# ---- design 1 ----
[src/rtl/out_port_pkg.sv]
// Shared types and defaults for the OUT-instruction transmit path.
package out_port_pkg;
  localparam int WORD_W        = 16;
  localparam int OUT_DEPTH_DEF = 4;

  typedef logic [WORD_W-1:0] word_t;
endpackage : out_port_pkg

[src/rtl/out_fifo_mem.sv]
// DEPTH x WIDTH register array: synchronous write port, combinational read port.
module out_fifo_mem #(
  parameter int WIDTH = 16,
  parameter int DEPTH = 4,
  parameter int AW    = $clog2(DEPTH)
) (
  input  logic             clk,
  input  logic             we,
  input  logic [AW-1:0]    waddr,
  input  logic [WIDTH-1:0] wdat,
  input  logic [AW-1:0]    raddr,
  output logic [WIDTH-1:0] rdat
);
  logic [WIDTH-1:0] mem_r [DEPTH];

  // Storage is never reset; the reader gates out stale entries via level.
  always_ff @(posedge clk) begin
    if (we) begin
      mem_r[waddr] <= wdat;
    end
  end

  assign rdat = mem_r[raddr];
endmodule : out_fifo_mem

[src/rtl/out_port_tx.sv]
// Buffers words written by OUT instructions and hands them to an external device over valid/ready.
// Optional feature macro: OUT_PORT_TXCNT_EN adds a free-running 16-bit tx_count of delivered words.
module out_port_tx
  import out_port_pkg::*;
#(
  parameter int WIDTH = WORD_W,
  parameter int DEPTH = OUT_DEPTH_DEF,
  parameter int AW    = $clog2(DEPTH),
  parameter int LW    = $clog2(DEPTH) + 1
) (
  input  logic             clk,
  input  logic             reset,
  input  logic             flush,
  input  logic             out_we,
  input  logic [WIDTH-1:0] out_wdat,
  output logic             stall_out,
  output logic [WIDTH-1:0] out_dat,
  output logic             out_valid,
  input  logic             out_ready,
  output logic [LW-1:0]    level
`ifdef OUT_PORT_TXCNT_EN
  ,
  output logic [15:0]      tx_count
`endif
);
  logic [AW-1:0]    wptr_r;
  logic [AW-1:0]    rptr_r;
  logic [LW-1:0]    level_r;
  logic             full_s;
  logic             empty_s;
  logic             push_s;
  logic             pop_s;
  logic [WIDTH-1:0] rdat_s;

  // Full/empty come from the occupancy count so wrapped pointers never alias.
  assign full_s  = (level_r == LW'(DEPTH));
  assign empty_s = (level_r == {LW{1'b0}});
  assign push_s  = out_we & ~full_s & ~flush;
  assign pop_s   = ~empty_s & out_ready & ~flush;

  // A write that coincides with flush is dropped, so it never needs holding.
  assign stall_out = out_we & full_s & ~flush;
  assign out_valid = ~empty_s;
  assign out_dat   = empty_s ? {WIDTH{1'b0}} : rdat_s;
  assign level     = level_r;

  out_fifo_mem #(
    .WIDTH (WIDTH),
    .DEPTH (DEPTH),
    .AW    (AW)
  ) u_mem (
    .clk   (clk),
    .we    (push_s),
    .waddr (wptr_r),
    .wdat  (out_wdat),
    .raddr (rptr_r),
    .rdat  (rdat_s)
  );

  // Pointer and occupancy state; flush wins over any push/pop on the same edge.
  always_ff @(posedge clk or posedge reset) begin
    if (reset) begin
      wptr_r  <= {AW{1'b0}};
      rptr_r  <= {AW{1'b0}};
      level_r <= {LW{1'b0}};
    end else if (flush) begin
      wptr_r  <= {AW{1'b0}};
      rptr_r  <= {AW{1'b0}};
      level_r <= {LW{1'b0}};
    end else begin
      if (push_s) begin
        wptr_r <= wptr_r + AW'(1);
      end
      if (pop_s) begin
        rptr_r <= rptr_r + AW'(1);
      end
      case ({push_s, pop_s})
        2'b10:   level_r <= level_r + LW'(1);
        2'b01:   level_r <= level_r - LW'(1);
        default: level_r <= level_r;
      endcase
    end
  end

`ifdef OUT_PORT_TXCNT_EN
  logic [15:0] tx_count_r;

  // Delivered-word counter survives flush and wraps naturally at 16 bits.
  always_ff @(posedge clk or posedge reset) begin
    if (reset) begin
      tx_count_r <= 16'h0000;
    end else if (pop_s) begin
      tx_count_r <= tx_count_r + 16'h0001;
    end else begin
      tx_count_r <= tx_count_r;
    end
  end

  assign tx_count = tx_count_r;
`endif
endmodule : out_port_tx

[config.mk]
export PLATFORM = sky130hd
export DESIGN_NAME = out_port_tx
export DESIGN_NICKNAME = d
export VERILOG_FILES = /design/src/rtl/out_port_pkg.sv /design/src/rtl/out_fifo_mem.sv /design/src/rtl/out_port_tx.sv
export SDC_FILE = /design/constraint.sdc
export NUM_CORES = 1
export LEC_CHECK = 0
export ABC_AREA = 1
export CORE_MARGIN = 1.5
export CORE_UTILIZATION = 59
export CTS_CLUSTER_SIZE = 12
export DETAILED_ROUTE_END_ITERATION = 7
export MAX_ROUTING_LAYER = met4
export PLACE_DENSITY = 0.84
export SLEW_MARGIN = 20
export SYNTH_ARGS = -nofsm -noshare
export SYNTH_HDL_FRONTEND = slang
export SYNTH_HIERARCHICAL = 1
export SYNTH_SLANG_ARGS = --single-unit
[constraint.sdc]
create_clock -name clk -period 5.99 [get_ports clk]
set_clock_uncertainty 0.2 [all_clocks]
set_input_delay 1.198 -clock clk [delete_from_list [all_inputs] [get_ports clk]]
set_output_delay 1.198 -clock clk [all_outputs]
set_load 0.005 [all_outputs]
# ---- design 2 ----
`src/rtl/cnn_pkg.sv`:
```
// Shared convolution-datapath definitions: window state encoding, default
// operand widths and the filter bias shared with quantization and ReLU.
package cnn_pkg;

  typedef enum logic [1:0] {
    ST_ACCUM,
    ST_DRAIN,
    ST_BIAS,
    ST_OUT
  } state_t;

  localparam int unsigned DEF_TAPS  = 9;
  localparam int unsigned DEF_ACT_W = 17;
  localparam int unsigned DEF_WGT_W = 16;
  localparam int unsigned DEF_ACC_W = 32;
  localparam int          DEF_BIAS  = -843;

endpackage

```
`src/rtl/conv_sat_add.sv`:
```
// Signed W-bit adder for the window accumulator.
// CONV_ACC_SAT_EN: when defined the sum clamps to the signed W-bit range,
// otherwise it wraps modulo 2^W.
module conv_sat_add #(
  parameter int unsigned W = 32
) (
  input  logic signed [W-1:0] i_a,
  input  logic signed [W-1:0] i_b,
  output logic signed [W-1:0] o_sum
);

`ifdef CONV_ACC_SAT_EN
  logic signed [W:0] w_wide;

  // One guard bit exposes overflow; a disagreeing top pair means clamp.
  always_comb begin
    w_wide = {i_a[W-1], i_a} + {i_b[W-1], i_b};
    o_sum  = w_wide[W-1:0];
    if (w_wide[W] != w_wide[W-1]) begin
      o_sum = w_wide[W] ? {1'b1, {(W-1){1'b0}}} : {1'b0, {(W-1){1'b1}}};
    end
  end
`else
  // Plain two's-complement wrap.
  always_comb begin
    o_sum = i_a + i_b;
  end
`endif

endmodule

```
`src/rtl/conv_window_acc.sv`:
```
// Convolution window accumulator: takes TAPS activation/weight pairs,
// registers each product, accumulates, adds the filter bias and presents the
// sign-extended sum to quantization.
// CONV_ACC_SAT_EN (in conv_sat_add) selects saturating accumulation.
module conv_window_acc
  import cnn_pkg::*;
#(
  parameter int unsigned TAPS  = DEF_TAPS,
  parameter int unsigned ACT_W = DEF_ACT_W,
  parameter int unsigned WGT_W = DEF_WGT_W,
  parameter int unsigned ACC_W = DEF_ACC_W,
  parameter int          BIAS  = DEF_BIAS
) (
  input  logic                    clk,
  input  logic                    rst,
  input  logic                    in_valid,
  output logic                    in_ready,
  input  logic signed [ACT_W-1:0] act,
  input  logic signed [WGT_W-1:0] wgt,
  output logic                    out_valid,
  input  logic                    out_ready,
  output logic [63:0]             acc_out
);

  localparam int unsigned PROD_W = ACT_W + WGT_W;
  localparam int unsigned CNT_W  = (TAPS > 1) ? $clog2(TAPS + 1) : 1;

  state_t                    r_state;
  state_t                    w_state_nxt;
  logic [CNT_W-1:0]          r_tap_cnt;
  logic signed [PROD_W-1:0]  r_prod;
  logic                      r_prod_vld;
  logic signed [ACC_W-1:0]   r_acc;
  logic signed [ACC_W-1:0]   w_add_b;
  logic signed [ACC_W-1:0]   w_sum;
  logic                      w_accept;

  assign w_accept = in_valid && (r_state == ST_ACCUM);

  // Single adder: bias step borrows it, otherwise it takes the product
  // (sign-extended or truncated to the accumulator width).
  assign w_add_b = (r_state == ST_BIAS) ? ACC_W'(BIAS) : ACC_W'(r_prod);

  conv_sat_add #(.W(ACC_W)) u_add (
    .i_a   (r_acc),
    .i_b   (w_add_b),
    .o_sum (w_sum)
  );

  assign acc_out = 64'(r_acc);

  // State register.
  always_ff @(posedge clk or negedge rst) begin
    if (!rst) r_state <= ST_ACCUM;
    else      r_state <= w_state_nxt;
  end

  // Next-state and handshake outputs, both decoded from registered state.
  always_comb begin
    w_state_nxt = r_state;
    in_ready    = 1'b0;
    out_valid   = 1'b0;
    unique case (r_state)
      ST_ACCUM: begin
        in_ready = 1'b1;
        if (in_valid && (r_tap_cnt == CNT_W'(TAPS - 1))) w_state_nxt = ST_DRAIN;
      end
      ST_DRAIN: w_state_nxt = ST_BIAS;
      ST_BIAS:  w_state_nxt = ST_OUT;
      ST_OUT: begin
        out_valid = 1'b1;
        if (out_ready) w_state_nxt = ST_ACCUM;
      end
      default:  w_state_nxt = ST_ACCUM;
    endcase
  end

  // Product register, tap counter and accumulator.
  // prod_vld follows each accept for exactly one cycle so a stalled input
  // never re-adds the same product.
  always_ff @(posedge clk or negedge rst) begin
    if (!rst) begin
      r_prod     <= '0;
      r_prod_vld <= 1'b0;
      r_tap_cnt  <= '0;
      r_acc      <= '0;
    end else begin
      r_prod_vld <= w_accept;
      if (w_accept) begin
        r_prod    <= PROD_W'(act) * PROD_W'(wgt);
        r_tap_cnt <= r_tap_cnt + CNT_W'(1);
      end
      if ((r_state == ST_OUT) && out_ready) begin
        r_acc      <= '0;
        r_tap_cnt  <= '0;
        r_prod_vld <= 1'b0;
      end else if ((r_state == ST_BIAS) || r_prod_vld) begin
        r_acc <= w_sum;
      end
    end
  end

endmodule

```
`config.mk`:
```
export PLATFORM = sky130hd
export DESIGN_NAME = conv_window_acc
export DESIGN_NICKNAME = d
export VERILOG_FILES = /design/src/rtl/cnn_pkg.sv /design/src/rtl/conv_sat_add.sv /design/src/rtl/conv_window_acc.sv
export SDC_FILE = /design/constraint.sdc
export NUM_CORES = 1
export LEC_CHECK = 0
export CORE_ASPECT_RATIO = 0.6
export CORE_UTILIZATION = 40
export CTS_CLUSTER_SIZE = 14
export DETAILED_ROUTE_END_ITERATION = 8
export GPL_ROUTABILITY_DRIVEN = 0
export PLACE_DENSITY = 0.57
export RECOVER_POWER = 50
export SLEW_MARGIN = 20
export SYNTH_ARGS = -nofsm -noshare
export SYNTH_HDL_FRONTEND = slang
export SYNTH_SLANG_ARGS = --single-unit
```
`constraint.sdc`:
```
create_clock -name clk -period 4.2 [get_ports clk]
set_clock_uncertainty 0.05 [all_clocks]
set_input_delay 0.42 -clock clk [delete_from_list [all_inputs] [get_ports clk]]
set_output_delay 0.42 -clock clk [all_outputs]
set_load 0.01 [all_outputs]
```

==> screenshots <==
Pin map.
Plate I
Scale: 2 px per µm. Pins as bars across the die edge, other pins in gray.
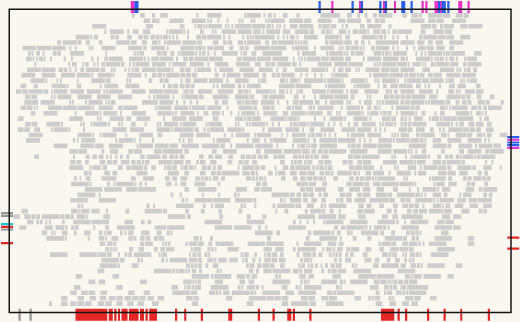
Plate II
Scale: 4 px per µm. Pins as bars across the die edge, other pins in gray.
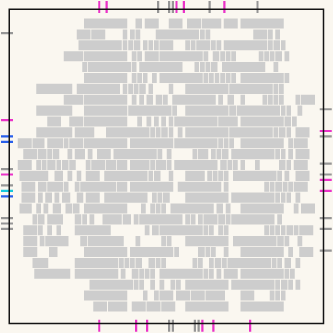
For design 1, see Plate II.
For design 2, see Plate I.

Figure 1. Layout detail (design 2).
Window x 163 to 213, y 88 to 138 µm. Cells in gray, sequential cells in the stronger gray; small squares are vias.
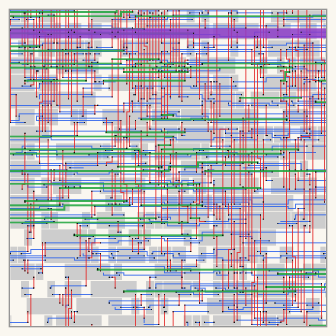
purple -> met5
green -> met3
blue -> met1
red -> met2
sequential cells in the window = 0
most frequent = inv_1 (59), fa_1 (40), nand2_1 (21)
cells with their middle in the window = 207

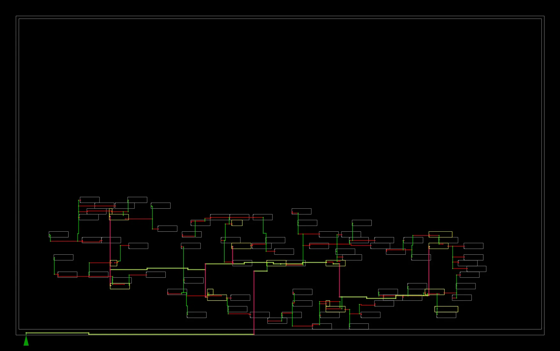
Figure 2: design 2, the clock network.
number of clock buffer instances in the layout: 11

==> impl_report.txt, design 2 <==
=== SYNTHESIS / PLACE & ROUTE SUMMARY ===
----------------------------------------------------
[Clocking]
  Cells resized by post-CTS repair ........................ ~250

[Run]
  Max-cap violations ........................ 1

[GRT]
  Number of antenna violations at the first check in global routing ........................ 0

[Outcome]
  Failing checks ........................ capacitance limit, slew limit, setup timing
  Outcome ........................ complete, but fails checks

[STA]
  Final tally of setup violations ........................ 44
  Slew Limit Fails ........................ between 70 and 80
  Worst setup slack after layout ........................ -1619 ps

[Cells and area]
  Core Util, Final ........................ 0.5428
  Post-route insts no fill ........................ 2425

[Drt]
  Total length of routed met2 wires ........................ roughly 18 mm
  Wire length on met1 ........................ 19.11 mm

[Synthesis]
  Per-instance average area after synthesis ........................ 8.991 µm²
  Post-synthesis sequential element count ........................ slightly above 70

[Critical path]
  Endpoint kind of the worst setup timing path ........................ flip-flop

----------------------------------------------------
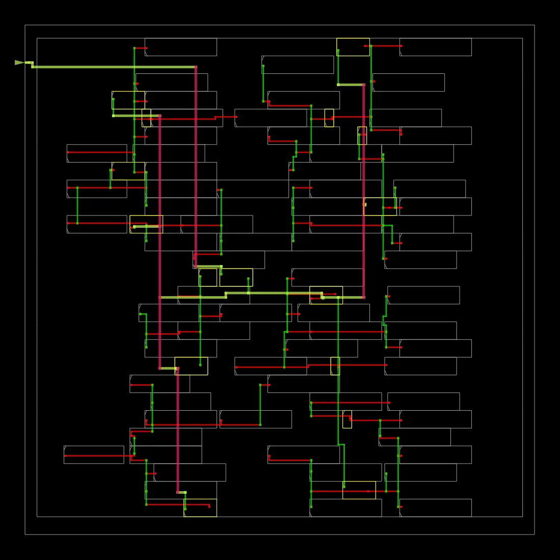
Figure 3: design 1, the clock network.
CTS buffer count: 9
clk sink count: 71
number of clock buffer instances in the layout: 15

==> impl_report.txt, design 1 <==
=== SYNTHESIS / PLACE & ROUTE SUMMARY ===
----------------------------------------------------
[Cells and area]
  ANT cells ........................ 0
  Area of the multi-input gates ........................ about 800 µm²
  Register name with the most flops ........................ u_mem/mem_r

[Synthesis]
  Commonest cells in the synthesized netlist ........................ inv_1 (89), nand2_1 (87), edfxtp_1 (64), nand3_1 (35), nor2_1 (21)
  Main flop type after synthesis ........................ edfxtp_1
  Number of synthesized flops with an enable pin ........................ 64
  Area leader, netlist ........................ edfxtp_1

[Outcome]
  Outcome ........................ complete, no violations

[Critical path]
  Most frequent cell on the critical path ........................ clkdlybuf4s50_1
  Endpoint kind of the worst setup timing path ........................ output pin
  Length in cells of the worst reg-to-reg path ........................ 7
  Stages on worst setup path ........................ 5

[Run]
  Max-cap violations ........................ 0

[Drt]
  Total length of routed met2 wires ........................ between 3 and 4 mm

[STA]
  Top achievable clock speed ........................ between 0.2 and 0.25 GHz

----------------------------------------------------

# ---- design 3 ----
===== src/rtl/tl_pkg.sv =====
// rtl/tl_pkg.sv - shared state encoding, LED codes and helpers for tl_request_ctrl
package tl_pkg;

    typedef enum logic [2:0] {
        ST_IDLE      = 3'd0,
        ST_REQ       = 3'd1,
        ST_WALK      = 3'd2,
        ST_LOCKOUT   = 3'd3,
        ST_EMERG     = 3'd4,
        ST_EMERG_CLR = 3'd5
    } tl_req_state_t;

    localparam logic [2:0] LED_GREEN  = 3'b100;
    localparam logic [2:0] LED_YELLOW = 3'b010;
    localparam logic [2:0] LED_RED    = 3'b001;
    localparam logic [2:0] LED_OFF    = 3'b000;

    function automatic int tl_max(input int a, input int b);
        return (a > b) ? a : b;
    endfunction

endpackage


===== src/rtl/tl_debouncer.sv =====
// rtl/tl_debouncer.sv - 2-flop synchroniser followed by a stable-count debouncer
module tl_debouncer #(
    parameter int DEBOUNCE_CYCLES = 4
) (
    input  logic clk,
    input  logic rst,
    input  logic din,
    output logic dout
);

    localparam int CW = (DEBOUNCE_CYCLES > 1) ? $clog2(DEBOUNCE_CYCLES) : 1;
    localparam logic [CW-1:0] CNT_LAST = CW'(DEBOUNCE_CYCLES - 1);

    logic          sync_1;
    logic          sync_2;
    logic [CW-1:0] stable_cnt;

    // Synchronise the raw input, then flip the output only after the
    // synchronised value has disagreed with it for DEBOUNCE_CYCLES cycles.
    always_ff @(posedge clk or negedge rst) begin
        if (!rst) begin
            sync_1     <= 1'b0;
            sync_2     <= 1'b0;
            stable_cnt <= '0;
            dout       <= 1'b0;
        end else begin
            sync_1 <= din;
            sync_2 <= sync_1;
            if (sync_2 == dout) begin
                stable_cnt <= '0;
            end else if (stable_cnt == CNT_LAST) begin
                dout       <= sync_2;
                stable_cnt <= '0;
            end else begin
                stable_cnt <= stable_cnt + 1'b1;
            end
        end
    end

endmodule


===== src/rtl/tl_request_ctrl.sv =====
// rtl/tl_request_ctrl.sv - pedestrian/emergency/night request sequencer; optional TL_REQ_TIMEOUT_EN red-confirm timeout
module tl_request_ctrl
    import tl_pkg::*;
#(
    parameter int DEBOUNCE_CYCLES = 4,
    parameter int PED_WALK        = 8,
    parameter int PED_GAP         = 16,
    parameter int EMERG_CLEAR     = 4,
    parameter int REQ_TIMEOUT     = 64
) (
    input  logic       clk,
    input  logic       rst,
    input  logic       ped_btn,
    input  logic       emerg_req,
    input  logic       night_sw,
    input  logic [2:0] leds_in,
    output logic       force_red,
    output logic       attention,
    output logic       walk,
    output logic       ped_pending,
    output logic       fault
);

    localparam int CNT_MAX = tl_max(tl_max(PED_WALK, PED_GAP), tl_max(EMERG_CLEAR, REQ_TIMEOUT));
    localparam int CNT_W   = $clog2(CNT_MAX + 1);

    localparam logic [CNT_W-1:0] LD_WALK  = CNT_W'(PED_WALK - 1);
    localparam logic [CNT_W-1:0] LD_GAP   = CNT_W'(PED_GAP - 1);
    localparam logic [CNT_W-1:0] LD_CLEAR = CNT_W'(EMERG_CLEAR - 1);
    localparam logic [CNT_W-1:0] LD_REQ   = CNT_W'(REQ_TIMEOUT - 1);

    logic             ped_db;
    logic             emerg_db;
    logic             night_db;
    logic             ped_db_q;
    logic             ped_rise;
    logic             pend_now;
    logic             pend_nxt;
    logic             fault_set;
    tl_req_state_t    state;
    tl_req_state_t    state_nxt;
    logic [CNT_W-1:0] cnt;
    logic [CNT_W-1:0] cnt_nxt;

    tl_debouncer #(.DEBOUNCE_CYCLES(DEBOUNCE_CYCLES)) u_db_ped (
        .clk(clk), .rst(rst), .din(ped_btn), .dout(ped_db)
    );
    tl_debouncer #(.DEBOUNCE_CYCLES(DEBOUNCE_CYCLES)) u_db_emerg (
        .clk(clk), .rst(rst), .din(emerg_req), .dout(emerg_db)
    );
    tl_debouncer #(.DEBOUNCE_CYCLES(DEBOUNCE_CYCLES)) u_db_night (
        .clk(clk), .rst(rst), .din(night_sw), .dout(night_db)
    );

    assign ped_rise = ped_db & ~ped_db_q;
    // A press arriving this cycle counts as pending for this cycle's decisions.
    assign pend_now = ped_pending | ped_rise;

    // Next state, pending latch and countdown; emergency always wins.
    always_comb begin
        state_nxt = state;
        fault_set = 1'b0;
        case (state)
            ST_IDLE: begin
                if (emerg_db)      state_nxt = ST_EMERG;
                else if (pend_now) state_nxt = ST_REQ;
            end
            ST_REQ: begin
                if (emerg_db)                state_nxt = ST_EMERG;
                else if (leds_in == LED_RED) state_nxt = ST_WALK;
`ifdef TL_REQ_TIMEOUT_EN
                else if (cnt == '0) begin
                    state_nxt = ST_IDLE;
                    fault_set = 1'b1;
                end
`endif
            end
            ST_WALK: begin
                if (emerg_db)       state_nxt = ST_EMERG;
                else if (cnt == '0) state_nxt = ST_LOCKOUT;
            end
            ST_LOCKOUT: begin
                if (emerg_db)       state_nxt = ST_EMERG;
                else if (cnt == '0) state_nxt = ST_IDLE;
            end
            ST_EMERG: begin
                if (!emerg_db) state_nxt = ST_EMERG_CLR;
            end
            ST_EMERG_CLR: begin
                if (emerg_db)       state_nxt = ST_EMERG;
                else if (cnt == '0) state_nxt = pend_now ? ST_REQ : ST_IDLE;
            end
            default: state_nxt = ST_IDLE;
        endcase

        // An interrupted walk owes the pedestrian another crossing.
        if (state_nxt == ST_WALK && state != ST_WALK)       pend_nxt = 1'b0;
        else if (state == ST_WALK && state_nxt == ST_EMERG) pend_nxt = 1'b1;
        else                                                 pend_nxt = pend_now;

        cnt_nxt = cnt;
        if (state_nxt != state) begin
            case (state_nxt)
                ST_REQ:       cnt_nxt = LD_REQ;
                ST_WALK:      cnt_nxt = LD_WALK;
                ST_LOCKOUT:   cnt_nxt = LD_GAP;
                ST_EMERG_CLR: cnt_nxt = LD_CLEAR;
                default:      cnt_nxt = '0;
            endcase
        end else if (cnt != '0) begin
            cnt_nxt = cnt - 1'b1;
        end
    end

    // State, counter and outputs registered from the next-state decision.
    always_ff @(posedge clk or negedge rst) begin
        if (!rst) begin
            state       <= ST_IDLE;
            cnt         <= '0;
            ped_db_q    <= 1'b0;
            ped_pending <= 1'b0;
            force_red   <= 1'b0;
            attention   <= 1'b0;
            walk        <= 1'b0;
        end else begin
            state       <= state_nxt;
            cnt         <= cnt_nxt;
            ped_db_q    <= ped_db;
            ped_pending <= pend_nxt;
            force_red   <= (state_nxt == ST_REQ) || (state_nxt == ST_WALK) ||
                           (state_nxt == ST_EMERG) || (state_nxt == ST_EMERG_CLR);
            attention   <= night_db && ((state_nxt == ST_IDLE) || (state_nxt == ST_LOCKOUT));
            walk        <= (state_nxt == ST_WALK);
        end
    end

`ifdef TL_REQ_TIMEOUT_EN
    // Sticky red-confirm timeout flag, cleared only by reset.
    always_ff @(posedge clk or negedge rst) begin
        if (!rst)           fault <= 1'b0;
        else if (fault_set) fault <= 1'b1;
    end
`else
    assign fault = 1'b0;
`endif

endmodule


===== config.mk =====
export PLATFORM = sky130hd
export DESIGN_NAME = tl_request_ctrl
export DESIGN_NICKNAME = d
export VERILOG_FILES = /design/src/rtl/tl_pkg.sv /design/src/rtl/tl_debouncer.sv /design/src/rtl/tl_request_ctrl.sv
export SDC_FILE = /design/constraint.sdc
export NUM_CORES = 1
export LEC_CHECK = 0
export ABC_AREA = 1
export CAP_MARGIN = 25
export CORE_MARGIN = 4
export CORE_UTILIZATION = 43
export DETAILED_ROUTE_END_ITERATION = 16
export GPL_TIMING_DRIVEN = 0
export SLEW_MARGIN = 20
export SYNTH_ARGS = -nofsm -noshare
export SYNTH_HDL_FRONTEND = slang
export SYNTH_HIERARCHICAL = 1
export SYNTH_SLANG_ARGS = --single-unit

===== constraint.sdc =====
create_clock -name clk -period 3.8 [get_ports clk]
set_input_delay 0.57 -clock clk [delete_from_list [all_inputs] [get_ports clk]]
set_output_delay 0.57 -clock clk [all_outputs]
set_load 0.05 [all_outputs]

# ---- design 4 ----
$ cat src/rtl/program_loader.sv
// Operator-keyed 16x8 program store for the TD4: nibbles arrive on a debounced-by-edge
// push-button strobe, the CPU reads the same store combinationally like a ROM.
module program_loader #(
  parameter int SYNC_STAGES = 2
) (
  input  logic       clk,
  input  logic       reset,
  input  logic       load_en,
  input  logic [3:0] nibble,
  input  logic       strobe,
  input  logic [3:0] cpu_addr,
  output logic [7:0] cpu_data,
  output logic       cpu_hold,
  output logic [3:0] wr_addr,
  output logic [7:0] wr_data,
  output logic       phase,
  output logic       done
);

  typedef enum logic [1:0] {
    IDLE = 2'd0,
    HI   = 2'd1,
    LO   = 2'd2,
    DONE = 2'd3
  } state_t;

  state_t state, state_next;

  logic [SYNC_STAGES-1:0] sync;
  logic                   edge_q;
  logic                   stb;

  logic [7:0] mem [16];

  logic clear_session;
  logic cap_hi;
  logic cap_lo;
  logic abort;

  // stb is registered so it lands exactly SYNC_STAGES+1 edges after strobe is sampled high.
  always_ff @(posedge clk) begin
    if (reset) begin
      sync   <= '0;
      edge_q <= 1'b0;
      stb    <= 1'b0;
    end else begin
      sync   <= {sync[SYNC_STAGES-2:0], strobe};
      edge_q <= sync[SYNC_STAGES-1];
      stb    <= sync[SYNC_STAGES-1] & ~edge_q;
    end
  end

  always_ff @(posedge clk) begin
    if (reset) begin
      state <= IDLE;
    end else begin
      state <= state_next;
    end
  end

  // load_en low always wins over a simultaneous strobe.
  always_comb begin
    state_next    = state;
    clear_session = 1'b0;
    cap_hi        = 1'b0;
    cap_lo        = 1'b0;
    abort         = 1'b0;
    case (state)
      IDLE: begin
        if (load_en) begin
          state_next    = HI;
          clear_session = 1'b1;
        end
      end
      HI: begin
        if (!load_en) begin
          state_next = IDLE;
          abort      = 1'b1;
        end else if (stb) begin
          state_next = LO;
          cap_hi     = 1'b1;
        end
      end
      LO: begin
        if (!load_en) begin
          state_next = IDLE;
          abort      = 1'b1;
        end else if (stb) begin
          cap_lo     = 1'b1;
          state_next = (wr_addr == 4'd15) ? DONE : HI;
        end
      end
      DONE: begin
        if (!load_en) begin
          state_next = IDLE;
          abort      = 1'b1;
        end
      end
      default: state_next = IDLE;
    endcase
  end

  always_ff @(posedge clk) begin
    if (reset) begin
      wr_addr <= 4'd0;
      wr_data <= 8'h00;
      phase   <= 1'b0;
      done    <= 1'b0;
      for (int i = 0; i < 16; i++) begin
        mem[i] <= 8'h00;
      end
    end else begin
      if (clear_session) begin
        wr_addr <= 4'd0;
        wr_data <= 8'h00;
        phase   <= 1'b0;
        done    <= 1'b0;
      end
      if (abort) begin
        phase <= 1'b0;
      end
      if (cap_hi) begin
        wr_data[7:4] <= nibble;
        phase        <= 1'b1;
      end
      if (cap_lo) begin
        wr_data[3:0] <= nibble;
        mem[wr_addr] <= {wr_data[7:4], nibble};
        phase        <= 1'b0;
        if (wr_addr == 4'd15) begin
          wr_addr <= 4'd0;
          done    <= 1'b1;
        end else begin
          wr_addr <= wr_addr + 4'd1;
        end
      end
    end
  end

  assign cpu_hold = (state != IDLE);
  assign cpu_data = mem[cpu_addr];

endmodule

$ cat config.mk
export PLATFORM = sky130hd
export DESIGN_NAME = program_loader
export DESIGN_NICKNAME = d
export VERILOG_FILES = /design/src/rtl/program_loader.sv
export SDC_FILE = /design/constraint.sdc
export NUM_CORES = 1
export LEC_CHECK = 0
export CAP_MARGIN = 20
export CORE_UTILIZATION = 26
export DETAILED_ROUTE_END_ITERATION = 8
export SLEW_MARGIN = 5
export SYNTH_ARGS = -nofsm -noshare
export SYNTH_HDL_FRONTEND = slang
export SYNTH_SLANG_ARGS = --single-unit
$ cat constraint.sdc
create_clock -name clk -period 2.3 [get_ports clk]
set_input_delay 0.69 -clock clk [delete_from_list [all_inputs] [get_ports clk]]
set_output_delay 0.69 -clock clk [all_outputs]
set_load 0.1 [all_outputs]
# ---- design 5 ----
$ cat src/rtl/baser_pkg.sv
// Shared 64B/66B transmit definitions: MII characters, 7-bit control codes,
// sync headers, block types, encoder state/class enums and small helpers.
package baser_pkg;

    localparam int unsigned MII_DATA_W = 64;
    localparam int unsigned MII_CTRL_W = MII_DATA_W / 8;
    localparam int unsigned SYNC_W     = 2;
    localparam int unsigned BLOCK_W    = MII_DATA_W + SYNC_W;

    localparam logic [7:0] MII_IDLE  = 8'h07;
    localparam logic [7:0] MII_ERROR = 8'hFE;
    localparam logic [7:0] MII_START = 8'hFB;
    localparam logic [7:0] MII_TERM  = 8'hFD;
    localparam logic [7:0] MII_SEQ   = 8'h9C;

    localparam logic [6:0] CODE_IDLE  = 7'h00;
    localparam logic [6:0] CODE_ERROR = 7'h1E;

    localparam logic [1:0] SYNC_DATA = 2'b10;
    localparam logic [1:0] SYNC_CTRL = 2'b01;

    localparam logic [7:0] BT_CTRL  = 8'h1E;
    localparam logic [7:0] BT_OSET  = 8'h4B;
    localparam logic [7:0] BT_START = 8'h78;

    // Error block: control type with every lane carrying the error code
    localparam logic [BLOCK_W-1:0] EBLOCK_T = {{8{CODE_ERROR}}, BT_CTRL, SYNC_CTRL};

    typedef enum logic [2:0] {TX_INIT, TX_C, TX_D, TX_T, TX_E} tx_state_t;
    typedef enum logic [2:0] {C, S, T, D, E} blk_class_t;

    // True for the only control characters a control lane may carry
    function automatic logic is_ctrl_char(input logic [7:0] b);
        return (b == MII_IDLE) || (b == MII_ERROR);
    endfunction

    function automatic logic [6:0] ctrl_code(input logic [7:0] b);
        return (b == MII_IDLE) ? CODE_IDLE : CODE_ERROR;
    endfunction

    // All lanes above lane k hold idle/error characters
    function automatic logic tail_is_ctrl(input logic [MII_DATA_W-1:0] txd, input int k);
        logic ok;
        ok = 1'b1;
        for (int j = 0; j < 8; j++) begin
            if (j > k && !is_ctrl_char(txd[8*j +: 8])) ok = 1'b0;
        end
        return ok;
    endfunction

    function automatic logic [7:0] term_type(input logic [2:0] k);
        logic [7:0] t;
        case (k)
            3'd0:    t = 8'h87;
            3'd1:    t = 8'h99;
            3'd2:    t = 8'hAA;
            3'd3:    t = 8'hB4;
            3'd4:    t = 8'hCC;
            3'd5:    t = 8'hD2;
            3'd6:    t = 8'hE1;
            default: t = 8'hFF;
        endcase
        return t;
    endfunction

endpackage

$ cat src/rtl/baser_66b_block_encoder.sv
// Combinational 64B/66B block encoder: classifies one MII word and builds its 66b block.
//   i_txd      MII data, lane k = i_txd[8k+:8]
//   i_txc      MII control, bit k flags lane k
//   o_block_c  encoded block, sync header in [1:0], type in [9:2]
//   o_class_c  word class (C/S/T/D/E)
module baser_66b_block_encoder
    import baser_pkg::*;
(
    input  logic [MII_DATA_W-1:0] i_txd,
    input  logic [MII_CTRL_W-1:0] i_txc,
    output logic [BLOCK_W-1:0]    o_block_c,
    output blk_class_t            o_class_c
);

    logic       w_all_ctrl;
    logic       w_term_hit;
    logic [2:0] w_term_k;

    // Detect an all-control word and locate a terminate in any lane
    always_comb begin
        w_all_ctrl = (i_txc == 8'hFF);
        for (int j = 0; j < 8; j++) begin
            if (!is_ctrl_char(i_txd[8*j +: 8])) w_all_ctrl = 1'b0;
        end
        w_term_hit = 1'b0;
        w_term_k   = 3'd0;
        for (int k = 0; k < 8; k++) begin
            if (i_txc == 8'(8'hFF << k) && i_txd[8*k +: 8] == MII_TERM && tail_is_ctrl(i_txd, k)) begin
                w_term_hit = 1'b1;
                w_term_k   = 3'(k);
            end
        end
    end

    // Control lane j always lands at [10+7j]; terminate pad bits stay zero from the default
    always_comb begin
        o_block_c = '0;
        o_class_c = E;
        if (i_txc == 8'h00) begin
            o_class_c = D;
            o_block_c = {i_txd, SYNC_DATA};
        end else if (w_all_ctrl) begin
            o_class_c      = C;
            o_block_c[1:0] = SYNC_CTRL;
            o_block_c[9:2] = BT_CTRL;
            for (int j = 0; j < 8; j++) begin
                o_block_c[10 + 7*j +: 7] = ctrl_code(i_txd[8*j +: 8]);
            end
        end else if (i_txc == 8'hF1 && i_txd[7:0] == MII_SEQ) begin
            o_class_c        = C;
            o_block_c[1:0]   = SYNC_CTRL;
            o_block_c[9:2]   = BT_OSET;
            o_block_c[33:10] = i_txd[31:8];
        end else if (i_txc == 8'h01 && i_txd[7:0] == MII_START) begin
            o_class_c        = S;
            o_block_c[1:0]   = SYNC_CTRL;
            o_block_c[9:2]   = BT_START;
            o_block_c[65:10] = i_txd[63:8];
        end else if (w_term_hit) begin
            o_class_c      = T;
            o_block_c[1:0] = SYNC_CTRL;
            o_block_c[9:2] = term_type(w_term_k);
            for (int j = 0; j < 7; j++) begin
                if (j < int'(w_term_k)) o_block_c[10 + 8*j +: 8] = i_txd[8*j +: 8];
            end
            for (int j = 0; j < 8; j++) begin
                if (j > int'(w_term_k)) o_block_c[10 + 7*j +: 7] = ctrl_code(i_txd[8*j +: 8]);
            end
        end
    end

endmodule

$ cat src/rtl/mii_66b_encoder_x4.sv
// 1.6TMII to 64B/66B transmit encoder; packs every 4 encoded blocks into one bundle.
//   clk, i_rst                 clock and synchronous active-high reset
//   i_txd, i_txc, i_valid      MII word, accepted when i_valid is high
//   o_tx_coded_0..3            bundle, _0 oldest block
//   o_valid                    one-cycle pulse when a bundle is loaded
//   o_*_count                  block / data / control / error-block counters (mod 2^32)
module mii_66b_encoder_x4
    import baser_pkg::*;
#(
    parameter int unsigned DATA_WIDTH  = 64,
    parameter int unsigned CTRL_WIDTH  = DATA_WIDTH / 8,
    parameter int unsigned HDR_WIDTH   = 2,
    parameter int unsigned FRAME_WIDTH = DATA_WIDTH + HDR_WIDTH
) (
    input  logic                   clk,
    input  logic                   i_rst,
    input  logic [DATA_WIDTH-1:0]  i_txd,
    input  logic [CTRL_WIDTH-1:0]  i_txc,
    input  logic                   i_valid,
    output logic [FRAME_WIDTH-1:0] o_tx_coded_0,
    output logic [FRAME_WIDTH-1:0] o_tx_coded_1,
    output logic [FRAME_WIDTH-1:0] o_tx_coded_2,
    output logic [FRAME_WIDTH-1:0] o_tx_coded_3,
    output logic                   o_valid,
    output logic [31:0]            o_block_count,
    output logic [31:0]            o_data_count,
    output logic [31:0]            o_ctrl_count,
    output logic [31:0]            o_err_block_count
);

    logic [FRAME_WIDTH-1:0] w_enc_block;
    blk_class_t             w_enc_class;
    tx_state_t              w_next_state;
    logic                   w_is_eblock;
    logic [FRAME_WIDTH-1:0] w_tx_block;

    tx_state_t              r_state;
    logic [1:0]             r_slot;
    logic [FRAME_WIDTH-1:0] r_stage0, r_stage1, r_stage2;

    baser_66b_block_encoder u_enc (
        .i_txd     (i_txd),
        .i_txc     (i_txc),
        .o_block_c (w_enc_block),
        .o_class_c (w_enc_class)
    );

    // TX state transitions; anything not listed falls into TX_E
    always_comb begin
        w_next_state = TX_E;
        case (r_state)
            TX_INIT, TX_C, TX_T: begin
                if (w_enc_class == C)      w_next_state = TX_C;
                else if (w_enc_class == S) w_next_state = TX_D;
            end
            TX_D: begin
                if (w_enc_class == D)      w_next_state = TX_D;
                else if (w_enc_class == T) w_next_state = TX_T;
            end
            TX_E: begin
                if (w_enc_class == D)      w_next_state = TX_D;
                else if (w_enc_class == T) w_next_state = TX_T;
                else if (w_enc_class == C) w_next_state = TX_C;
            end
            default: w_next_state = TX_E;
        endcase
    end

    assign w_is_eblock = (w_next_state == TX_E);
    assign w_tx_block  = w_is_eblock ? EBLOCK_T : w_enc_block;

    // State, slot staging, bundle load and counters; everything holds while i_valid is low
    always_ff @(posedge clk) begin
        if (i_rst) begin
            r_state           <= TX_INIT;
            r_slot            <= 2'd0;
            r_stage0          <= '0;
            r_stage1          <= '0;
            r_stage2          <= '0;
            o_tx_coded_0      <= '0;
            o_tx_coded_1      <= '0;
            o_tx_coded_2      <= '0;
            o_tx_coded_3      <= '0;
            o_valid           <= 1'b0;
            o_block_count     <= '0;
            o_data_count      <= '0;
            o_ctrl_count      <= '0;
            o_err_block_count <= '0;
        end else begin
            o_valid <= 1'b0;
            if (i_valid) begin
                r_state       <= w_next_state;
                r_slot        <= r_slot + 2'd1;
                o_block_count <= o_block_count + 32'd1;
                if (w_tx_block[1:0] == SYNC_DATA) o_data_count <= o_data_count + 32'd1;
                else                              o_ctrl_count <= o_ctrl_count + 32'd1;
                if (w_is_eblock) o_err_block_count <= o_err_block_count + 32'd1;
                case (r_slot)
                    2'd0: r_stage0 <= w_tx_block;
                    2'd1: r_stage1 <= w_tx_block;
                    2'd2: r_stage2 <= w_tx_block;
                    default: begin
                        o_tx_coded_0 <= r_stage0;
                        o_tx_coded_1 <= r_stage1;
                        o_tx_coded_2 <= r_stage2;
                        o_tx_coded_3 <= w_tx_block;
                        o_valid      <= 1'b1;
                    end
                endcase
            end
        end
    end

endmodule
$ cat config.mk
export PLATFORM = sky130hd
export DESIGN_NAME = mii_66b_encoder_x4
export DESIGN_NICKNAME = d
export VERILOG_FILES = /design/src/rtl/baser_pkg.sv /design/src/rtl/baser_66b_block_encoder.sv /design/src/rtl/mii_66b_encoder_x4.sv
export SDC_FILE = /design/constraint.sdc
export NUM_CORES = 1
export LEC_CHECK = 0
export ABC_AREA = 1
export CORE_UTILIZATION = 53
export DETAILED_ROUTE_END_ITERATION = 16
export PLACE_DENSITY = 0.8
export SLEW_MARGIN = 20
export SYNTH_ARGS = -nofsm -noshare
export SYNTH_HDL_FRONTEND = slang
export SYNTH_SLANG_ARGS = --single-unit
$ cat constraint.sdc
create_clock -name clk -period 3.7 [get_ports clk]
set_clock_uncertainty 0.05 [all_clocks]
set_input_delay 0.74 -clock clk [delete_from_list [all_inputs] [get_ports clk]]
set_output_delay 0.74 -clock clk [all_outputs]
set_load 0.01 [all_outputs]
Figure 4. Met4 routing (design 4).
Scale: 2 px per µm. Supply wires on this layer in gray.
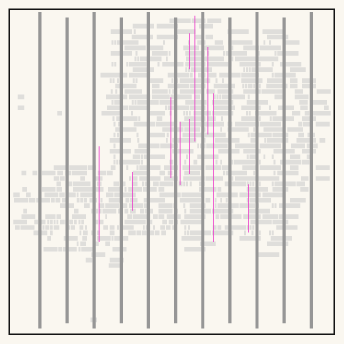
share of all routed wire = 2.2%
nets with wire on the layer = 9

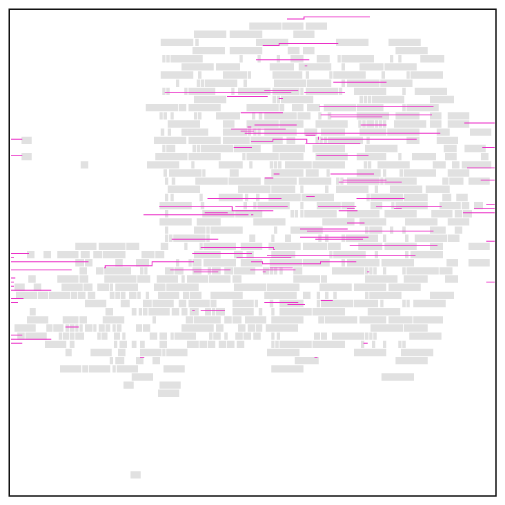
Figure 5: design 4, M3 wires.
Scale: 3 px per µm.
wire length on this layer = 1280 µm
longest straight run = 64.9 µm
nets with wire on the layer = 66
main direction = horizontal
share of all routed wire = 7.3%

==> impl_report.txt, design 4 <==
=== SYNTHESIS / PLACE & ROUTE SUMMARY ===
----------------------------------------------------
[Outcome]
  Outcome ........................ complete, but fails checks
  Failing checks ........................ setup timing

[STA]
  Final tally of setup violations ........................ 8
  Period minus WS final ........................ approximately 2700 ps
  Worst setup slack after layout ........................ -402.3 ps
  Share of the clock period used by the worst path ........................ 1.175

[Min path]
  Worst hold path type ........................ reg2reg

[Synthesis]
  Commonest cells in the synthesized netlist ........................ nor2_1 (133), edfxtp_1 (128), nand2_1 (47), a22oi_1 (21), dfxtp_1 (20)
  Area leader, netlist ........................ edfxtp_1
  Chip area line of the yosys report ........................ about 6600 µm²

[Cells and area]
  Most used cells in the layout excluding fill and tap cells ........................ nor2_1 (132), edfxtp_1 (128), nand2_1 (39)
  Largest registers ........................ mem: 128 flops, wr_data: 8 flops, wr_addr: 4 flops
  Non-clock buffers ........................ 84
  FILL cells ........................ approximately 2400
  Core Util, Final ........................ 0.3468

[Critical path]
  Capture point of the worst reg-to-reg path ........................ mem[1][0]
  Critical Path Slowest Stage Cell ........................ mux4_2
  Critical Path RT ........................ approximately 1600 ps

[Power and ir drop]
  Post-route total power ........................ 0.006619 W
  Power in combinational cells ........................ 0.000737 W
  Pwr per Cell Area ........................ ~760 nW/µm²

[Clocking]
  Number of buffers on the longest clock path ........................ 2
  Cts-stage hold buffer count ........................ 0
  CTS tree ........................ done
  CTS buffer count ........................ 17

[Placement]
  Placement Cell Area ........................ about 7900 µm²

[Drt]
  Sum of routed wire length over all layers ........................ about 18 mm

[Floorplan]
  Total die area ........................ roughly 26000 µm²

[GRT]
  GRT busiest layer ........................ met2

----------------------------------------------------
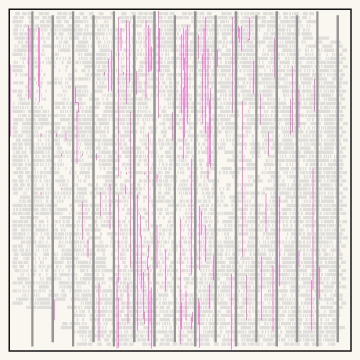
Figure 6: design 5, met4 routing.
Scale: 1.5 px per µm. Supply wires on this layer in gray.
nets with wire on the layer = 86
share of all routed wire = 3.7%
longest straight run = 106 µm

==> impl_report.txt, design 5 <==
=== SYNTHESIS / PLACE & ROUTE SUMMARY ===
----------------------------------------------------
[Power and ir drop]
  Leakage power total ........................ 15.14 nW

[Synthesis]
  Post-synthesis sequential element count ........................ between 500 and 600
  Synth top area share ........................ 0.4456

[Placement]
  Placement Cell Area ........................ approximately 34000 µm²
  Half-perimeter wire length after placement ........................ a little under 70 mm
  Gpl congestion ........................ approximately 0.97

[Critical path]
  Stages on worst setup path ........................ 19
  Reg-to-reg startpoint ........................ r_state[1]
  Largest stage delay on the critical path ........................ approximately 590 ps
  Critical Path RT ........................ roughly 4200 ps
  Crit path cell chain ........................ clkdlybuf4s50_1 > inv_1 > nor2_1 > nand3_1 > nand2_1 > inv_2 > nor2_4 > nand3_1 > nand2_2 > nor2_1 > ha_1 > clkinv_1 > nor2_1 > inv_1 > nand3_1 > o211ai_1 > buf_4 > o21ai_1 > inv_1
  Largest delay share family, worst path ........................ buffers and inverters

[Outcome]
  Outcome ........................ complete, no violations

[Clocking]
  CTS tree ........................ done
  CTS buffer count ........................ ~60
  Clk root buf ........................ clkbuf_16

[Cells and area]
  Most used cells in the layout excluding fill and tap cells ........................ nor2_1 (932), dfxtp_1 (596), o21ai_0 (472)
  Fraction of area in multi-input gates ........................ 0.3454
  Core Util, Final ........................ 0.7230

[Drt]
  First-pass DRT Iterations ........................ 5
  Count of unresolved DRC violations after routing ........................ 0

[Floorplan]
  Total core area ........................ 49970 µm²

[STA]
  Slew Limit Fails ........................ 0

----------------------------------------------------
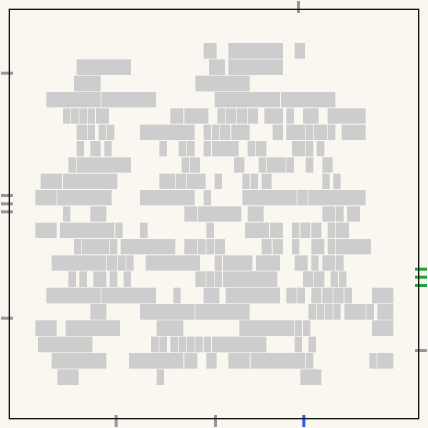
Figure 7: design 3, pin map.
Scale: 6 px per µm. Pins as bars across the die edge, other pins in gray.
green -> leds_in  # pins 3, direction input, edge east
blue -> ped_pending  # pins 1, direction output, edge south
all pins by edge = 5 west, 4 east, 3 south, 1 north

==> impl_report.txt, design 3 <==
=== SYNTHESIS / PLACE & ROUTE SUMMARY ===
----------------------------------------------------
[Cells and area]
  ANT cells ........................ 0
  Seq cells ........................ 30
  Area of the multi-input gates ........................ approximately 660 µm²
  Most used cells in the layout excluding fill and tap cells ........................ nand2_1 (35), dfrtp_1 (30), inv_1 (28)
  Core Util, Final ........................ 0.5234

[Power and ir drop]
  Worst VDD drop ........................ ~0.33 mV
  Switching power total ........................ 0.0006700 W

[Drt]
  Sum of routed wire length over all layers ........................ ~2.6 mm

[Placement]
  Count of port buffers added during placement ........................ 11

[Clocking]
  CTS buffer count ........................ 5

[Min path]
  Worst hold path type ........................ in2async

[Synthesis]
  Synth cell types ........................ 30

[Critical path]
  Worst EP arrival ........................ between 2000 and 2500 ps
  Length in cells of the worst reg-to-reg path ........................ 12

[STA]
  Worst rel slew slack ........................ 0.5802

[Outcome]
  Outcome ........................ complete, no violations

----------------------------------------------------

==> notes/layouts.md <==
Pictures saved along the way, in no particular order.

The clock network.
panel A
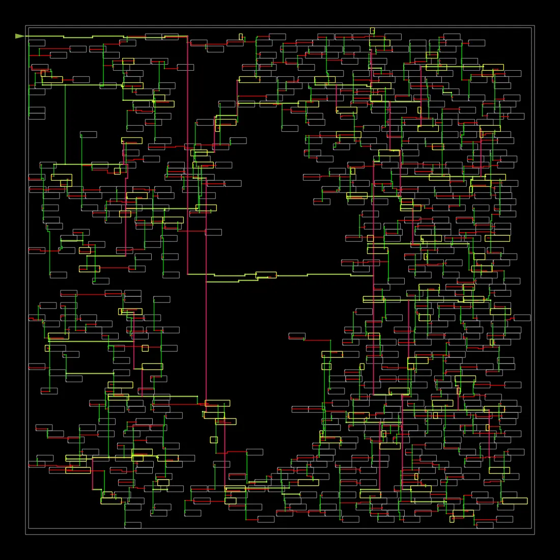
panel B
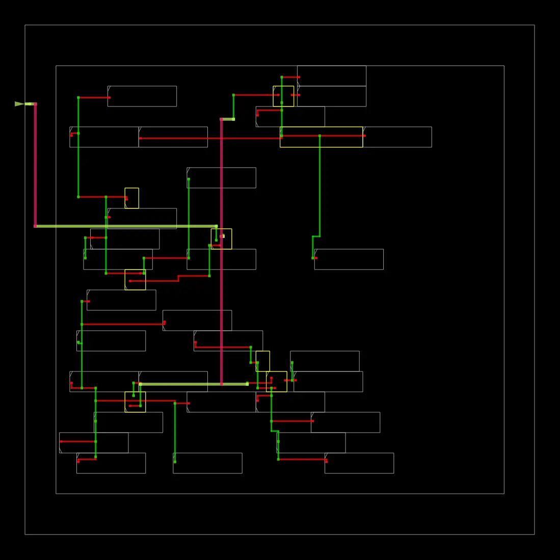
panel C
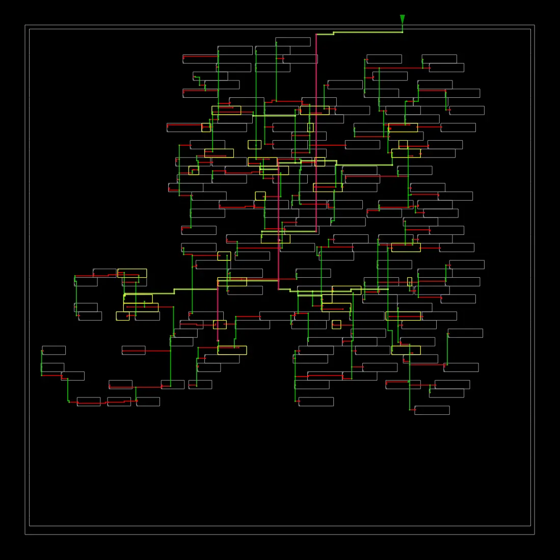
Of these, most clock buffers: panel A
For design 5, see panel A.
For design 3, see panel B.
For design 4, see panel C.


# ---- design 6 ----
Figure 8. Layout detail (design 6).
Window x 69 to 119, y 69 to 119 µm. Cells in gray, sequential cells in the stronger gray; small squares are vias.
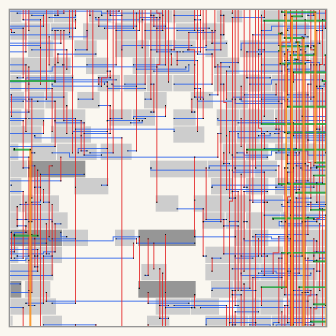
Figure 9. The clock network (design 6).
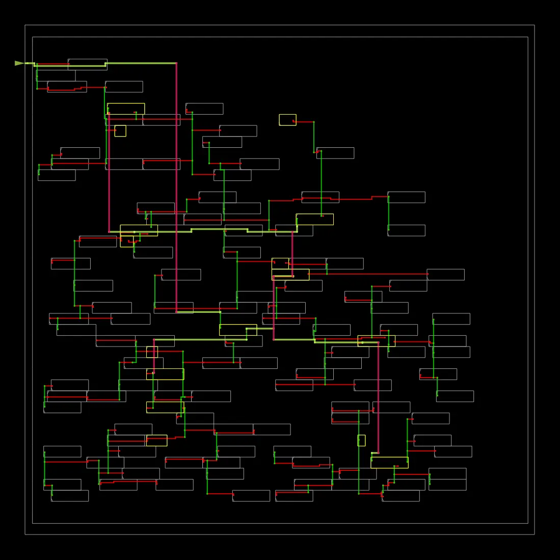
Figure 10. Met4 routing (design 6).
Scale: 3 px per µm. Supply wires on this layer in gray.
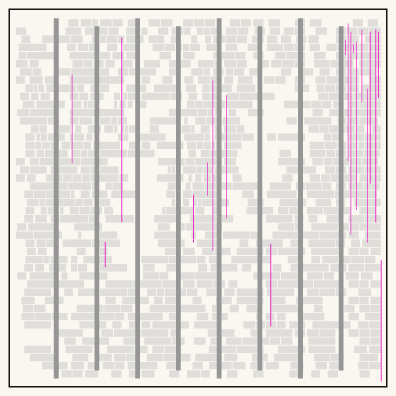
[config.mk]
export PLATFORM = sky130hd
export DESIGN_NAME = mem_sequencer
export DESIGN_NICKNAME = d
export VERILOG_FILES = /design/src/rtl/mem_sequencer.sv
export SDC_FILE = /design/constraint.sdc
export NUM_CORES = 1
export LEC_CHECK = 0
export CORE_MARGIN = 1.5
export CORE_UTILIZATION = 34
export DETAILED_ROUTE_END_ITERATION = 10
export GPL_TIMING_DRIVEN = 0
export PLACE_DENSITY_LB_ADDON = 0.08
export SYNTH_ARGS = -nofsm -noshare
export SYNTH_HDL_FRONTEND = slang
export SYNTH_SLANG_ARGS = --single-unit
[constraint.sdc]
create_clock -name clk -period 1.75 [get_ports clk]
set_clock_uncertainty 0.05 [all_clocks]
set_input_delay 0.175 -clock clk [delete_from_list [all_inputs] [get_ports clk]]
set_output_delay 0.175 -clock clk [all_outputs]
set_load 0.05 [all_outputs]
[src/rtl/mem_sequencer.sv]
// mem_sequencer: shares one req/ready memory bus between the core's
// instruction fetch and its data load/store. The core is held through
// halt_o and released for exactly one cycle per instruction. The block
// also produces the register write-back strobe, a retired-instruction
// counter and a bus watchdog.
module mem_sequencer #(
    parameter int unsigned TIMEOUT = 255
) (
    input  logic        clk,
    input  logic        rst_n,
    input  logic [31:0] fetch_addr,
    input  logic        d_req,
    input  logic [31:0] mem_addr,
    input  logic        mem_we,
    input  logic [1:0]  mem_byte_sel,
    input  logic [31:0] mem_wdata,
    input  logic        ext_halt_i,
    output logic [31:0] inst_o,
    output logic [31:0] mem_rdata_o,
    output logic        halt_o,
    output logic        wb_en_o,
    output logic [31:0] instret_o,
    output logic        err_o,
    output logic        bus_req,
    output logic [31:0] bus_addr,
    output logic        bus_we,
    output logic [1:0]  bus_size,
    output logic [31:0] bus_wdata,
    input  logic [31:0] bus_rdata,
    input  logic        bus_ready
);

    typedef enum logic [2:0] {
        S_RESET,
        S_FETCH,
        S_ISSUE,
        S_EXEC,
        S_DATA,
        S_ERR
    } state_t;

    // Watchdog fires in the cycle where the counter already holds
    // TIMEOUT-1 waiting cycles and the bus is still not ready, so an
    // error is raised after exactly TIMEOUT unanswered request cycles.
    localparam bit             WDOG_EN    = (TIMEOUT != 0);
    localparam logic [7:0]     WDOG_LIMIT = WDOG_EN ? 8'(TIMEOUT - 1) : 8'd0;

    state_t      state;
    state_t      next_state;
    logic [31:0] inst_q;
    logic [31:0] rdata_q;
    logic        first_q;
    logic [7:0]  wdog;
    logic        err_q;
    logic [31:0] instret_q;
    logic        in_bus;
    logic        timeout;

    assign in_bus      = (state == S_FETCH) || (state == S_DATA);
    assign timeout     = WDOG_EN && in_bus && !bus_ready && (wdog == WDOG_LIMIT);
    assign inst_o      = inst_q;
    assign mem_rdata_o = rdata_q;
    assign instret_o   = instret_q;
    assign err_o       = err_q;

    // State register; reset drops the bus request immediately.
    always_ff @(posedge clk or negedge rst_n) begin
        if (!rst_n) begin
            state <= S_RESET;
        end else begin
            state <= next_state;
        end
    end

    // Next-state decode plus the bus and core-control outputs.
    always_comb begin
        next_state = state;
        halt_o     = 1'b1;
        wb_en_o    = 1'b0;
        bus_req    = 1'b0;
        bus_addr   = 32'd0;
        bus_we     = 1'b0;
        bus_size   = 2'b10;
        bus_wdata  = 32'd0;
        case (state)
            S_RESET: begin
                next_state = S_FETCH;
            end
            S_FETCH: begin
                bus_req  = 1'b1;
                bus_addr = fetch_addr;
                if (bus_ready) begin
                    next_state = S_ISSUE;
                end else if (timeout) begin
                    next_state = S_ERR;
                end
            end
            S_ISSUE: begin
                halt_o     = 1'b0;
                wb_en_o    = !first_q;
                next_state = S_EXEC;
            end
            S_EXEC: begin
                if (!ext_halt_i) begin
                    next_state = d_req ? S_DATA : S_FETCH;
                end
            end
            S_DATA: begin
                bus_req   = 1'b1;
                bus_addr  = mem_addr;
                bus_we    = mem_we;
                bus_size  = mem_byte_sel;
                bus_wdata = mem_wdata;
                if (bus_ready) begin
                    next_state = S_FETCH;
                end else if (timeout) begin
                    next_state = S_ERR;
                end
            end
            S_ERR: begin
                next_state = S_ERR;
            end
            default: begin
                next_state = S_RESET;
            end
        endcase
    end

    // Watchdog counts unanswered request cycles within one bus phase.
    always_ff @(posedge clk or negedge rst_n) begin
        if (!rst_n) begin
            wdog <= 8'd0;
        end else if (!in_bus || bus_ready || (next_state != state)) begin
            wdog <= 8'd0;
        end else begin
            wdog <= wdog + 8'd1;
        end
    end

    // Holding registers for the fetched instruction and load data.
    always_ff @(posedge clk or negedge rst_n) begin
        if (!rst_n) begin
            inst_q  <= 32'h0000_0013;
            rdata_q <= 32'd0;
        end else begin
            if ((state == S_FETCH) && bus_ready) begin
                inst_q <= bus_rdata;
            end
            if ((state == S_DATA) && bus_ready && !mem_we) begin
                rdata_q <= bus_rdata;
            end
        end
    end

    // Retirement bookkeeping; the first issue after reset is not counted.
    always_ff @(posedge clk or negedge rst_n) begin
        if (!rst_n) begin
            first_q   <= 1'b1;
            instret_q <= 32'd0;
        end else if (state == S_ISSUE) begin
            first_q <= 1'b0;
            if (!first_q) begin
                instret_q <= instret_q + 32'd1;
            end
        end
    end

    // Sticky bus-timeout error, cleared only by reset.
    always_ff @(posedge clk or negedge rst_n) begin
        if (!rst_n) begin
            err_q <= 1'b0;
        end else if (timeout) begin
            err_q <= 1'b1;
        end
    end

endmodule

==> impl_report.txt <==
=== SYNTHESIS / PLACE & ROUTE SUMMARY ===
----------------------------------------------------
[Synthesis]
  Dominant cells by area after synthesis ........................ dfrtp_1 (52%), mux2_2 (7.7%), mux2_1 (6.6%)
  Area leader, netlist ........................ dfrtp_1
  Share of synthesized registers carrying an async set or reset ........................ 1.000
  Logic family by area ........................ simple AND/OR/NAND/NOR gates
  Post-synthesis sequential element count ........................ 109

[Clocking]
  H-tree depth ........................ 3
  Cells resized by post-CTS repair ........................ approximately 660

[Drt]
  Met3 wirelength from detailed routing ........................ a little over 1 mm
  Count of unresolved DRC violations after routing ........................ 0

[Critical path]
  Largest stage delay on the critical path ........................ ~450 ps
  Critical Path Fanout Max ........................ 7
  Length in cells of the worst reg-to-reg path ........................ 7
  Number of buffer and inverter stages on the critical path ........................ 5

[Power and ir drop]
  Worst VDD drop ........................ 1.049 mV
  Pwr top ........................ combinational logic

[Run]
  Max-cap violations ........................ 0
  Total number of warnings across the stage logs ........................ 30

[GRT]
  Wire length of the first global-routing pass ........................ 28.53 mm

[Outcome]
  Failing checks ........................ setup timing
  Outcome ........................ complete, but fails checks

[STA]
  Final tally of setup violations ........................ 160
  Worst setup slack after layout ........................ -265.1 ps

[Floorplan]
  Total number of placement rows ........................ ~44

[Cells and area]
  ANT cells ........................ 2
  Finished Cell Area ........................ around 10000 µm²
  Core Util, Final ........................ 0.7019

----------------------------------------------------
About Figure 8:
blue -> met1
green -> met3
red -> met2
orange -> met4
sequential cells in the window = 4
most frequent = clkdlybuf4s50_1 (54), buf_6 (17), a22o_2 (16)
cells with their middle in the window = 147
netlist names of flops here include = state (2)

About Figure 9:
power dissipated in the clock network: 0.00201 W
CTS buffer count: 9
clk sink count: 109
Seq cells: 109

About Figure 10:
main direction = vertical
longest straight run = 67.3 µm
share of all routed wire = 3.4%
nets with wire on the layer = 15
wire length on this layer = 677 µm



==> notes/layouts.md <==
Pictures saved along the way, in no particular order.

Layout detail.
shot_01.png
Window x 28 to 78, y 28 to 78 µm. Cells in gray, sequential cells in the stronger gray; small squares are vias.
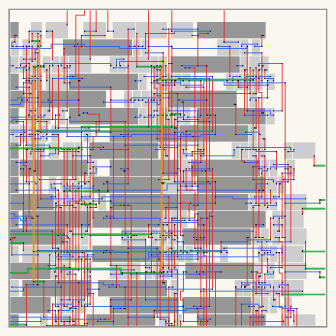
shot_02.png
Window x 96 to 146, y 96 to 146 µm. Cells in gray, sequential cells in the stronger gray; small squares are vias.
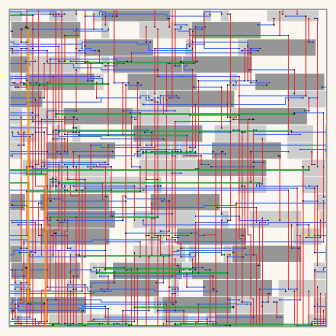
shot_03.png
Window x 145 to 195, y 145 to 195 µm. Cells in gray, sequential cells in the stronger gray; small squares are vias.
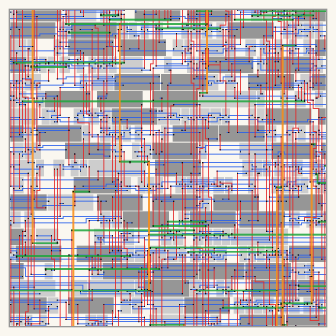
shot_03.png -> design 5
shot_01.png -> design 1
shot_02.png -> design 4

Key to shot_01.png:
orange -> met4
red -> met2
blue -> met1
green -> met3
cells with their middle in the window = 200
netlist names of flops here include = u_mem/mem_r (34)
most frequent = inv_1 (55), nand2_1 (52), edfxtp_1 (34)
sequential cells in the window = 34

No activity file was given, so power comes from the tool's default toggle rates.
